# vram32_writer

**vram32_writer: sequential cells grouped by signal name**

Bar = 50 um. Other sequential cells in the stronger gray, the rest of the logic in the fainter gray.
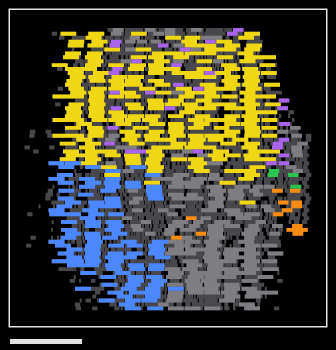

**src/rtl/vram32_writer.sv**
```systemverilog
// Command FIFO plus commit FSM driving the VRAM32 write port one word per cycle.
// Optional vblank gating of pops and writes: define VRAM32W_VBLANK_GATE_EN.
module vram32_writer #(
    parameter int FIFO_DEPTH = 8,
    parameter int ADDR_W     = 14,
    parameter int DATA_W     = 32
) (
    input  logic                            vga_clk,
    input  logic                            reset,
    input  logic                            req_valid,
    output logic                            req_ready,
    input  logic                            req_fill,
    input  logic [ADDR_W-1:0]               req_addr,
    input  logic [DATA_W-1:0]               req_data,
    input  logic [ADDR_W-1:0]               req_count,
    input  logic                            vblank,
    output logic                            vram32_we,
    output logic [ADDR_W-1:0]               vram32_waddr,
    output logic [DATA_W-1:0]               vram32_d,
    output logic                            busy,
    output logic [$clog2(FIFO_DEPTH):0]     fifo_level
);

    localparam int PTR_W = $clog2(FIFO_DEPTH);
    localparam int LVL_W = PTR_W + 1;

    typedef enum logic {
        IDLE = 1'b0,
        EXEC = 1'b1
    } state_t;

    state_t state;

    logic [ADDR_W-1:0] fifo_addr  [FIFO_DEPTH];
    logic [DATA_W-1:0] fifo_data  [FIFO_DEPTH];
    logic [ADDR_W-1:0] fifo_count [FIFO_DEPTH];

    logic [PTR_W-1:0]  wr_ptr;
    logic [PTR_W-1:0]  rd_ptr;
    logic [LVL_W-1:0]  level;

    logic [ADDR_W-1:0] cur_addr;
    logic [DATA_W-1:0] cur_data;
    logic [ADDR_W-1:0] remaining;

    logic gate;
    logic push;
    logic pop;
    logic fifo_empty;

`ifdef VRAM32W_VBLANK_GATE_EN
    assign gate = vblank;
`else
    logic unused_vblank;
    assign unused_vblank = vblank;
    assign gate          = 1'b1;
`endif

    assign fifo_empty = (level == '0);
    assign req_ready  = (level != LVL_W'(FIFO_DEPTH));
    assign push       = req_valid && req_ready;
    // Pops only happen from IDLE, so a queued command never overtakes the active fill.
    assign pop        = (state == IDLE) && !fifo_empty && gate;
    assign busy       = !fifo_empty || (state != IDLE);
    assign fifo_level = level;

    always_ff @(posedge vga_clk) begin
        if (push) begin
            fifo_addr[wr_ptr]  <= req_addr;
            fifo_data[wr_ptr]  <= req_data;
            fifo_count[wr_ptr] <= req_fill ? req_count : ADDR_W'(1);
        end
    end

    always_ff @(posedge vga_clk) begin
        if (reset) begin
            wr_ptr <= '0;
            rd_ptr <= '0;
            level  <= '0;
        end else begin
            if (push) begin
                wr_ptr <= wr_ptr + PTR_W'(1);
            end
            if (pop) begin
                rd_ptr <= rd_ptr + PTR_W'(1);
            end
            case ({push, pop})
                2'b10:   level <= level + LVL_W'(1);
                2'b01:   level <= level - LVL_W'(1);
                default: level <= level;
            endcase
        end
    end

    always_ff @(posedge vga_clk) begin
        if (reset) begin
            state        <= IDLE;
            cur_addr     <= '0;
            cur_data     <= '0;
            remaining    <= '0;
            vram32_we    <= 1'b0;
            vram32_waddr <= '0;
            vram32_d     <= '0;
        end else begin
            vram32_we <= 1'b0;
            case (state)
                IDLE: begin
                    if (pop) begin
                        cur_addr  <= fifo_addr[rd_ptr];
                        cur_data  <= fifo_data[rd_ptr];
                        remaining <= fifo_count[rd_ptr];
                        // A zero-length fill is consumed here and never reaches EXEC.
                        if (fifo_count[rd_ptr] != '0) begin
                            state <= EXEC;
                        end
                    end
                end
                EXEC: begin
                    if (gate) begin
                        vram32_we    <= 1'b1;
                        vram32_waddr <= cur_addr;
                        vram32_d     <= cur_data;
                        cur_addr     <= cur_addr + ADDR_W'(1);
                        remaining    <= remaining - ADDR_W'(1);
                        if (remaining == ADDR_W'(1)) begin
                            state <= IDLE;
                        end
                    end
                end
                default: state <= IDLE;
            endcase
        end
    end

endmodule

```
**config.mk**
```make
export PLATFORM = sky130hd
export DESIGN_NAME = vram32_writer
export DESIGN_NICKNAME = d
export VERILOG_FILES = /design/src/rtl/vram32_writer.sv
export SDC_FILE = /design/constraint.sdc
export NUM_CORES = 1
export LEC_CHECK = 0
export ABC_AREA = 1
export CAP_MARGIN = 20
export CORE_MARGIN = 10
export CORE_UTILIZATION = 60
export DETAILED_ROUTE_END_ITERATION = 8
export GPL_TIMING_DRIVEN = 1
export PLACE_DENSITY = 0.89
export SLEW_MARGIN = 30
export SYNTH_ARGS = -nofsm -noshare
export SYNTH_HDL_FRONTEND = slang
export SYNTH_SLANG_ARGS = --single-unit
```
**constraint.sdc**
```tcl
create_clock -name vga_clk -period 4.38 [get_ports vga_clk]
set_input_delay 0.438 -clock vga_clk [delete_from_list [all_inputs] [get_ports vga_clk]]
set_output_delay 0.438 -clock vga_clk [all_outputs]
set_load 0.005 [all_outputs]
```
# alu_share_arbiter

## config.mk

```make
export PLATFORM = sky130hd
export DESIGN_NAME = alu_share_arbiter
export DESIGN_NICKNAME = d
export VERILOG_FILES = /design/src/rtl/alu_share_arbiter.sv
export SDC_FILE = /design/constraint.sdc
export NUM_CORES = 1
export LEC_CHECK = 0
export CORE_ASPECT_RATIO = 0.75
export CORE_MARGIN = 4
export CORE_UTILIZATION = 39
export DETAILED_ROUTE_END_ITERATION = 10
export PLACE_DENSITY = 0.81
export SETUP_SLACK_MARGIN = 0.3
export SYNTH_ARGS = -nofsm -noshare
export SYNTH_HDL_FRONTEND = slang
export SYNTH_SLANG_ARGS = --single-unit
export TNS_END_PERCENT = 5
```

## constraint.sdc

```tcl
create_clock -name clk -period 2 [get_ports clk]
set_input_delay 0.4 -clock clk [delete_from_list [all_inputs] [get_ports clk]]
set_output_delay 0.4 -clock clk [all_outputs]
set_load 0.02 [all_outputs]
```

## src/rtl/alu_share_arbiter.sv

```systemverilog
// rtl/alu_share_arbiter.sv - two-port arbiter sharing one execute-stage ALU (optional ALU_ARB_RR_EN: round-robin grant)
module alu_share_arbiter #(
  parameter int WIDTH        = 32,
  parameter int CTRL_W       = 4,
  parameter int STARVE_LIMIT = 3
) (
  input  logic              clk,
  input  logic              rst,
  input  logic              req0_valid,
  output logic              req0_ready,
  input  logic [CTRL_W-1:0] req0_ctrl,
  input  logic [WIDTH-1:0]  req0_a,
  input  logic [WIDTH-1:0]  req0_b,
  input  logic              req1_valid,
  output logic              req1_ready,
  input  logic [CTRL_W-1:0] req1_ctrl,
  input  logic [WIDTH-1:0]  req1_a,
  input  logic [WIDTH-1:0]  req1_b,
  output logic [CTRL_W-1:0] alu_ctrl,
  output logic [WIDTH-1:0]  alu_a,
  output logic [WIDTH-1:0]  alu_b,
  input  logic [WIDTH-1:0]  alu_result,
  input  logic              alu_zero,
  output logic              rsp0_valid,
  input  logic              rsp0_ready,
  output logic [WIDTH-1:0]  rsp0_result,
  output logic              rsp0_zero,
  output logic              rsp1_valid,
  input  logic              rsp1_ready,
  output logic [WIDTH-1:0]  rsp1_result,
  output logic              rsp1_zero,
  output logic              busy
);

  typedef enum logic [1:0] {IDLE, EXEC, RESP} state_t;

  state_t            state_q, state_d;
  logic              owner_q;
  logic [CTRL_W-1:0] ctrl_q;
  logic [WIDTH-1:0]  a_q, b_q, res_q;
  logic              zero_q;
  logic              gnt0, gnt1, accept;

`ifdef ALU_ARB_RR_EN
  // last_grant starts at 1 so port 0 takes the first tie
  logic last_grant_q;

  // On a tie the port that did not win last time gets the ALU
  always_comb gnt1 = req1_valid && (!req0_valid || !last_grant_q);

  // Remember which port won the most recent accept
  always_ff @(posedge clk) begin
    if (rst)         last_grant_q <= 1'b1;
    else if (accept) last_grant_q <= gnt1;
  end
`else
  localparam int SW = (STARVE_LIMIT < 1) ? 1 : $clog2(STARVE_LIMIT + 1);
  localparam logic [SW-1:0] LIMIT = SW'(STARVE_LIMIT);
  logic [SW-1:0] starve_cnt_q;

  // Port 0 has priority unless port 1 has been passed over LIMIT times in a row
  always_comb gnt1 = req1_valid && (!req0_valid || (starve_cnt_q == LIMIT));

  // Count port-0 wins while port 1 waits; any port-1 win clears it
  always_ff @(posedge clk) begin
    if (rst) begin
      starve_cnt_q <= '0;
    end else if (accept) begin
      if (gnt1)                                    starve_cnt_q <= '0;
      else if (req1_valid && starve_cnt_q != LIMIT) starve_cnt_q <= starve_cnt_q + 1'b1;
    end
  end
`endif

  assign gnt0   = req0_valid && !gnt1;
  assign accept = (state_q == IDLE) && (req0_valid || req1_valid);

  // State register
  always_ff @(posedge clk) begin
    if (rst) state_q <= IDLE;
    else     state_q <= state_d;
  end

  // Latch the accepted op, then capture the ALU output during the single EXEC cycle
  always_ff @(posedge clk) begin
    if (rst) begin
      owner_q <= 1'b0;
      ctrl_q  <= '0;
      a_q     <= '0;
      b_q     <= '0;
      res_q   <= '0;
      zero_q  <= 1'b0;
    end else begin
      if (accept) begin
        owner_q <= gnt1;
        ctrl_q  <= gnt1 ? req1_ctrl : req0_ctrl;
        a_q     <= gnt1 ? req1_a    : req0_a;
        b_q     <= gnt1 ? req1_b    : req0_b;
      end
      if (state_q == EXEC) begin
        res_q  <= alu_result;
        zero_q <= alu_zero;
      end
    end
  end

  // Next state and all outputs; everything idles at zero
  always_comb begin
    state_d     = state_q;
    req0_ready  = 1'b0;
    req1_ready  = 1'b0;
    alu_ctrl    = '0;
    alu_a       = '0;
    alu_b       = '0;
    rsp0_valid  = 1'b0;
    rsp0_result = '0;
    rsp0_zero   = 1'b0;
    rsp1_valid  = 1'b0;
    rsp1_result = '0;
    rsp1_zero   = 1'b0;
    busy        = 1'b0;
    case (state_q)
      IDLE: begin
        req0_ready = gnt0;
        req1_ready = gnt1;
        if (accept) state_d = EXEC;
      end
      EXEC: begin
        busy     = 1'b1;
        alu_ctrl = ctrl_q;
        alu_a    = a_q;
        alu_b    = b_q;
        state_d  = RESP;
      end
      RESP: begin
        busy = 1'b1;
        if (owner_q) begin
          rsp1_valid  = 1'b1;
          rsp1_result = res_q;
          rsp1_zero   = zero_q;
          if (rsp1_ready) state_d = IDLE;
        end else begin
          rsp0_valid  = 1'b1;
          rsp0_result = res_q;
          rsp0_zero   = zero_q;
          if (rsp0_ready) state_d = IDLE;
        end
      end
      default: state_d = IDLE;
    endcase
  end

endmodule

```

# timestamp_timebase

$ cat src/rtl/timebase_pkg.sv
// rtl/timebase_pkg.sv - shared timebase parameters and stamp type
// Contents: default FINE_W/COARSE_W/NCH, drop counter width, stamp_t {coarse, fine}.
package timebase_pkg;

  localparam int FINE_W_DEF   = 5;
  localparam int COARSE_W_DEF = 48;
  localparam int NCH_DEF      = 4;
  localparam int DROP_W       = 8;

  // Stamp layout as seen by the packet builder: coarse in the upper bits.
  typedef struct packed {
    logic [COARSE_W_DEF-1:0] coarse;
    logic [FINE_W_DEF-1:0]   fine;
  } stamp_t;

endpackage

$ cat src/rtl/timestamp_timebase_rr_arbiter.sv
// rtl/timestamp_timebase_rr_arbiter.sv - round-robin arbiter for pending stamps
// Ports:
//   clk, rst_n      clock, asynchronous active-low reset
//   req   [N]       request vector
//   en              grant enable; pointer advances only on an enabled grant
//   gnt   [N]       one-hot grant (zero when en=0 or no request)
//   gnt_idx [IW]    index of the granted request
//   gnt_any         a grant is issued this cycle
module rr_arbiter #(
  parameter int N  = 4,
  parameter int IW = 2
) (
  input  logic          clk,
  input  logic          rst_n,
  input  logic [N-1:0]  req,
  input  logic          en,
  output logic [N-1:0]  gnt,
  output logic [IW-1:0] gnt_idx,
  output logic          gnt_any
);

  // ptr holds the channel where the next search starts.
  logic [IW-1:0] ptr;

  always_comb begin
    int c;
    gnt     = '0;
    gnt_idx = '0;
    gnt_any = 1'b0;
    c       = 0;
    for (int k = 0; k < N; k++) begin
      c = int'(ptr) + k;
      if (c >= N) c = c - N;
      if (en && !gnt_any && req[c]) begin
        gnt_any = 1'b1;
        gnt_idx = IW'(c);
        gnt[c]  = 1'b1;
      end
    end
  end

  always_ff @(posedge clk or negedge rst_n) begin
    if (!rst_n) begin
      ptr <= '0;
    end else if (gnt_any) begin
      ptr <= (gnt_idx == IW'(N - 1)) ? '0 : gnt_idx + IW'(1);
    end
  end

endmodule

$ cat src/rtl/timestamp_timebase.sv
// rtl/timestamp_timebase.sv - coarse/fine timebase with multi-channel event stamping
// Ports:
//   clk, rst_n            clock, asynchronous active-low reset
//   sync, sync_coarse     load period counter (fine cleared)
//   ev [NCH]              event levels; rising edge captures a stamp
//   out_valid/out_ready   stamp stream handshake
//   out_ch, out_time      channel and {coarse, fine} of presented stamp
//   tick                  one-cycle pulse after coarse changes
//   coarse                live period counter
//   drop_cnt              saturating count of dropped events
module timestamp_timebase
  import timebase_pkg::*;
#(
  parameter int FINE_W   = FINE_W_DEF,
  parameter int COARSE_W = COARSE_W_DEF,
  parameter int NCH      = NCH_DEF,
  parameter int CH_W     = (NCH > 1) ? $clog2(NCH) : 1
) (
  input  logic                       clk,
  input  logic                       rst_n,
  input  logic                       sync,
  input  logic [COARSE_W-1:0]        sync_coarse,
  input  logic [NCH-1:0]             ev,
  output logic                       out_valid,
  input  logic                       out_ready,
  output logic [CH_W-1:0]            out_ch,
  output logic [COARSE_W+FINE_W-1:0] out_time,
  output logic                       tick,
  output logic [COARSE_W-1:0]        coarse,
  output logic [DROP_W-1:0]          drop_cnt
);

  localparam int TW = COARSE_W + FINE_W;

  logic [FINE_W-1:0] fine;
  logic [NCH-1:0]    ev_d;
  logic [NCH-1:0]    pend;
  logic [TW-1:0]     slot [NCH];

  logic [NCH-1:0]    rise;
  logic [NCH-1:0]    gnt;
  logic [NCH-1:0]    drop_vec;
  logic [CH_W-1:0]   gnt_idx;
  logic              gnt_any;
  logic              load_out;
  logic              fine_max;
  logic [TW-1:0]     now;
  logic [DROP_W+4:0] drop_sum;
  logic [DROP_W-1:0] drop_nxt;

  assign fine_max = &fine;
  assign now      = {coarse, fine};
  assign rise     = ev & ~ev_d;
  assign load_out = ~out_valid | out_ready;
  // A rise on a still-pending slot is lost unless that slot drains this edge.
  assign drop_vec = rise & pend & ~gnt;

  rr_arbiter #(
    .N  (NCH),
    .IW (CH_W)
  ) u_arb (
    .clk     (clk),
    .rst_n   (rst_n),
    .req     (pend),
    .en      (load_out),
    .gnt     (gnt),
    .gnt_idx (gnt_idx),
    .gnt_any (gnt_any)
  );

  always_comb begin
    drop_sum = {5'b0, drop_cnt};
    for (int i = 0; i < NCH; i++) begin
      drop_sum = drop_sum + (DROP_W+5)'(drop_vec[i]);
    end
    drop_nxt = (drop_sum > (DROP_W+5)'({DROP_W{1'b1}})) ? {DROP_W{1'b1}} : drop_sum[DROP_W-1:0];
  end

  always_ff @(posedge clk or negedge rst_n) begin
    if (!rst_n) begin
      fine      <= '0;
      coarse    <= '0;
      tick      <= 1'b0;
      ev_d      <= '0;
      pend      <= '0;
      out_valid <= 1'b0;
      out_ch    <= '0;
      out_time  <= '0;
      drop_cnt  <= '0;
      for (int i = 0; i < NCH; i++) slot[i] <= '0;
    end else begin
      // Sync loads always count as a coarse change, even to the same value.
      tick <= sync | fine_max;
      if (sync) begin
        fine   <= '0;
        coarse <= sync_coarse;
      end else begin
        fine <= fine + FINE_W'(1);
        if (fine_max) coarse <= coarse + COARSE_W'(1);
      end

      ev_d <= ev;
      pend <= (pend & ~gnt) | rise;
      for (int i = 0; i < NCH; i++) begin
        if (rise[i] && !drop_vec[i]) slot[i] <= now;
      end
      drop_cnt <= drop_nxt;

      if (load_out) begin
        out_valid <= gnt_any;
        if (gnt_any) begin
          out_ch   <= gnt_idx;
          out_time <= slot[gnt_idx];
        end
      end
    end
  end

endmodule
$ cat config.mk
export PLATFORM = sky130hd
export DESIGN_NAME = timestamp_timebase
export DESIGN_NICKNAME = d
export VERILOG_FILES = /design/src/rtl/timebase_pkg.sv /design/src/rtl/timestamp_timebase_rr_arbiter.sv /design/src/rtl/timestamp_timebase.sv
export SDC_FILE = /design/constraint.sdc
export NUM_CORES = 1
export LEC_CHECK = 0
export CAP_MARGIN = 20
export CORE_AREA = 2 2 182 219
export DETAILED_ROUTE_END_ITERATION = 6
export DIE_AREA = 0 0 184 221
export PLACE_DENSITY_LB_ADDON = 0.1
export SLEW_MARGIN = 20
export SYNTH_ARGS = -nofsm -noshare
export SYNTH_HDL_FRONTEND = slang
export SYNTH_SLANG_ARGS = --single-unit
$ cat constraint.sdc
create_clock -name clk -period 7.1 [get_ports clk]
set_input_delay 1.775 -clock clk [delete_from_list [all_inputs] [get_ports clk]]
set_output_delay 1.775 -clock clk [all_outputs]
set_load 0.1 [all_outputs]
**timestamp_timebase: selected gate families**

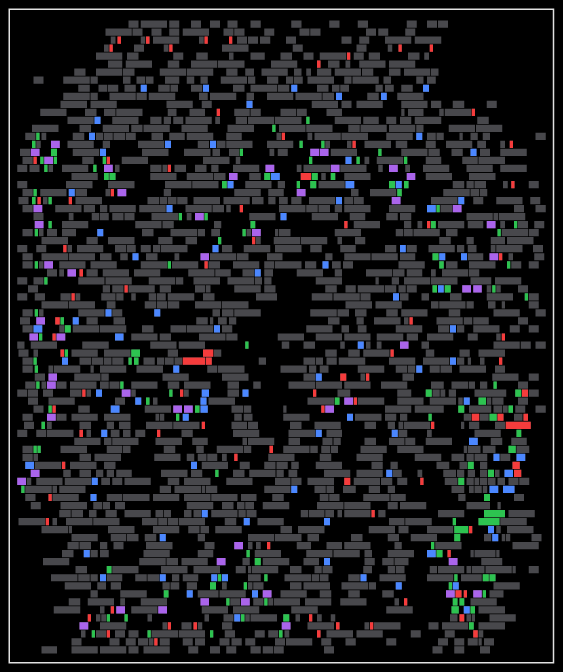
legend:
  NOR gates:
    color: red
    cells: 88
    most_used: nor2_1
    where: all over the die
  XOR/XNOR gates:
    color: purple
    cells: 52
    most_used: xor2_1
    where: all over the die
  AND and OR gates:
    color: blue
    cells: 93
    most_used: and3_1
    where: all over the die
  NAND gates:
    color: green
    cells: 125
    most_used: nand2_1
    where: all over the die
Comb area share: 38.0%
dominant logic cell type in the layout: dfrtp_1

==> run_results.csv, timestamp_timebase <==
group,metric,value,unit
outcome,status,"finished clean",
power,p_comb,4.86,mW
sta,finalCriticalPeriod,5.21,ns
clock_tree,cts_buffers,38,
min_path,holdPathEnd,"slot[106]$_DFFE_PN0P_",
global_routing,antenna_found_initial,1,
synth,muxShareOfSynthArea,15.6,%
critical_path,cp_top_family,"simple AND/OR/NAND/NOR gates",
finish,insertedDiodeCount,1,
placed_design,post-place-cells,1976,
critical_path,crit_path_frequent_cell,"fa_1",
critical_path,required,7.50,ns
sta,worstMarginPinSlew,1.08,ns
synth,ys_chip_area,0.0168,mm2
critical_path,worstPathArrival,5.62,ns
global_routing,track_usage,21.0,%
sta,fin_skew,0.0122,ns
synth,ys.flops,340,
power,intPower,5.62,mW
synth,async_flop_share,100,%
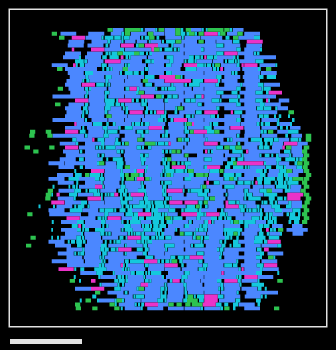
**Above:** vram32_writer (cells colored by class).
Bar = 50 um.
legend:
  other buffers and delay cells:
    color: green
    cells: 147
  clock drivers and dummy loads:
    color: magenta
    cells: 102
  all other logic:
    color: cyan
    cells: 1375
  flip-flops:
    color: blue
    cells: 601
core area: 0.0389 mm2
row count: 72
post-route design area: 0.0271 mm2

## Picture notes: 'sequential cells grouped by signal name' of vram32_writer
legend:
  cur_data:
    color: purple
    placed_flops: 32
  vram32_waddr:
    color: orange
    placed_flops: 14
  fifo_data:
    color: yellow
    placed_flops: 256
  fifo_count:
    color: blue
    placed_flops: 112
  fifo_level:
    color: green
    placed_flops: 4
    where: east
not colored: 183
sequential cell area: 0.0168 mm2
sequential power: 7.15 mW
Util after Layout: 69.7%
sequential fraction of total cell area: 62.1%

==> run_results.csv, vram32_writer <==
group,metric,value,unit
outcome,status,"finished clean",
synth,postSynthCellCount,2103,
finish,reg_top3,"fifo_data (256), fifo_addr (112), fifo_count (112)",
critical_path,cp_slowest_stage_delay,0.66,ns
sta,timing.hold.ws,0.455,ns
power,power_leader,"registers",
synth,top_cell_area_share,60.6,%
synth,muxShareOfSynthArea,0,%
synth,ys_warn_count,0,
clock_tree,cts_max_level,2,
synth,ys.flops,601,
synth,xor_share,0.221,%
sta,fmax,289,MHz
critical_path,slowest_stage,"buf_4",
clock_tree,insertion_delay,0.60,ns
clock_tree,cts_tree,"done",
synth,top_cell,"edfxtp_1",
synth,simple_gate_area_share,11.8,%
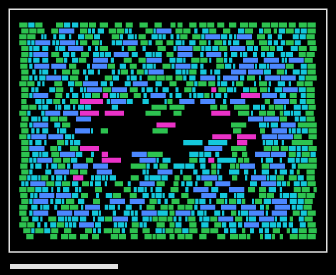
**Above:** alu_share_arbiter (cells colored by class).
Bar = 50 um.
legend:
  clock drivers and dummy loads:
    color: magenta
    cells: 16
  all other logic:
    color: cyan
    cells: 507
  flip-flops:
    color: blue
    cells: 106
  other buffers and delay cells:
    color: green
    cells: 354
row count: 37
post-route design area: 0.00976 mm2

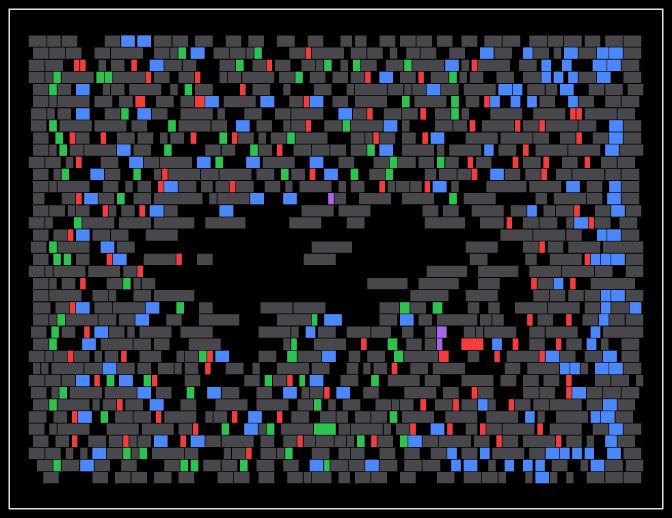
**Above:** alu_share_arbiter (selected gate families).
legend:
  NAND gates:
    color: green
    cells: 78
    most_used: nand3_1
  AND and OR gates:
    color: blue
    cells: 138
    most_used: and2_4
    where: all over the die
  inverters:
    color: purple
    cells: 3
    most_used: inv_2
  NOR gates:
    color: red
    cells: 104
    most_used: nor2_1
    where: all over the die
Comb area share: 34.6%
Cell Count, Final, Fillers Out: 1158
dominant logic cell type in the layout: clkdlybuf4s50_1

==> run_results.csv, alu_share_arbiter <==
group,metric,value,unit
sta,fin_skew,0.00819,ns
critical_path,r2r_setup_slack,0.34,ns
placed_design,preCtsSetupSlack,-0.182,ns
placed_design,hpwl,14.4,mm
critical_path,critPathKind,"reg2out",
route,viasPerCell,5.35,
outcome,status,"finished clean",
critical_path,r2r-start,"state_q[1]$_SDFFE_PP0P_",
synth,async_flop_share,0,%
min_path,holdCritPathClass,"in2reg",
power,power.density,813,mW/mm2
finish,drive_gt1_share,31.9,%
synth,largest_area_cell,"dfxtp_1",
synth,ys_chip_area,0.00559,mm2
die,die_w,146,um
finish,fillers,1121,
critical_path,required,1.60,ns

==> gallery <==
Clock wires, drivers and flops.
Bar = 50 um.
shot_01.png
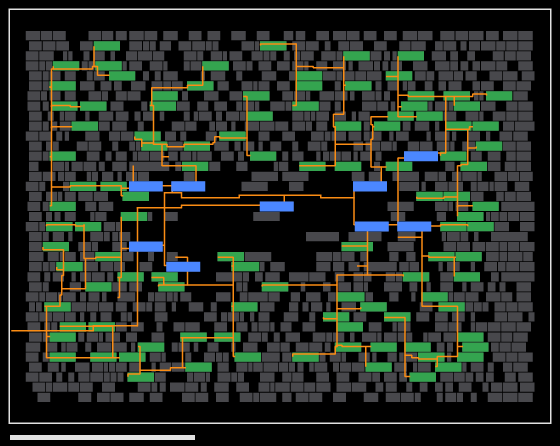
shot_02.png
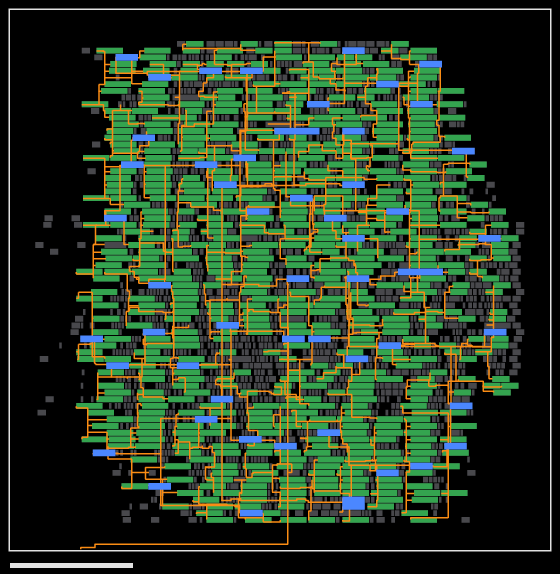
shot_03.png
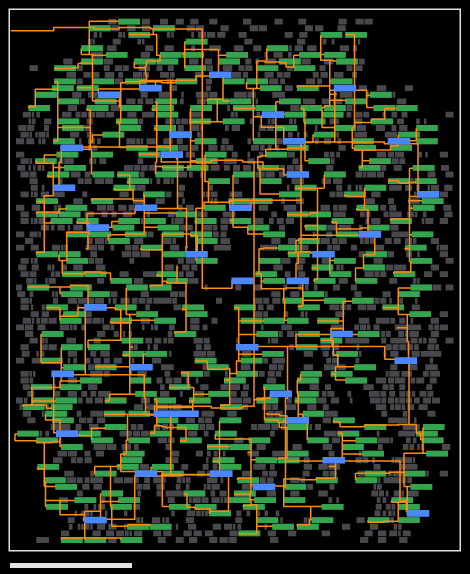
| from | picture |
|---|---|
| timestamp_timebase | shot_03.png |
| alu_share_arbiter | shot_01.png |
| vram32_writer | shot_02.png |
- smallest die: shot_01.png
- most sequential cells: shot_02.png



==> gallery <==
Routing congestion.
Plate I
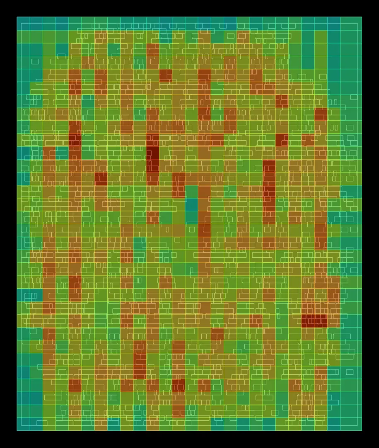
Plate II
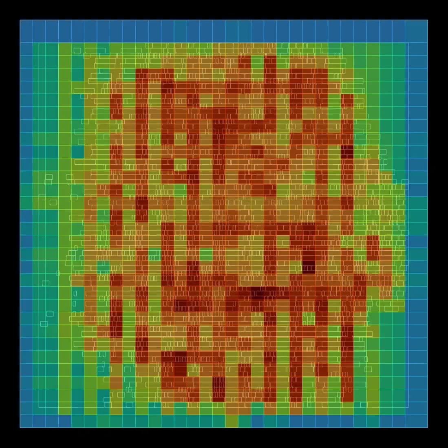
Plate III
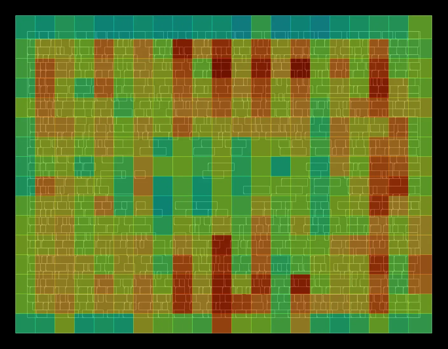
Plate III is alu_share_arbiter.
Plate I is timestamp_timebase.
Plate II is vram32_writer.

Power and IR drop assume default switching activity.
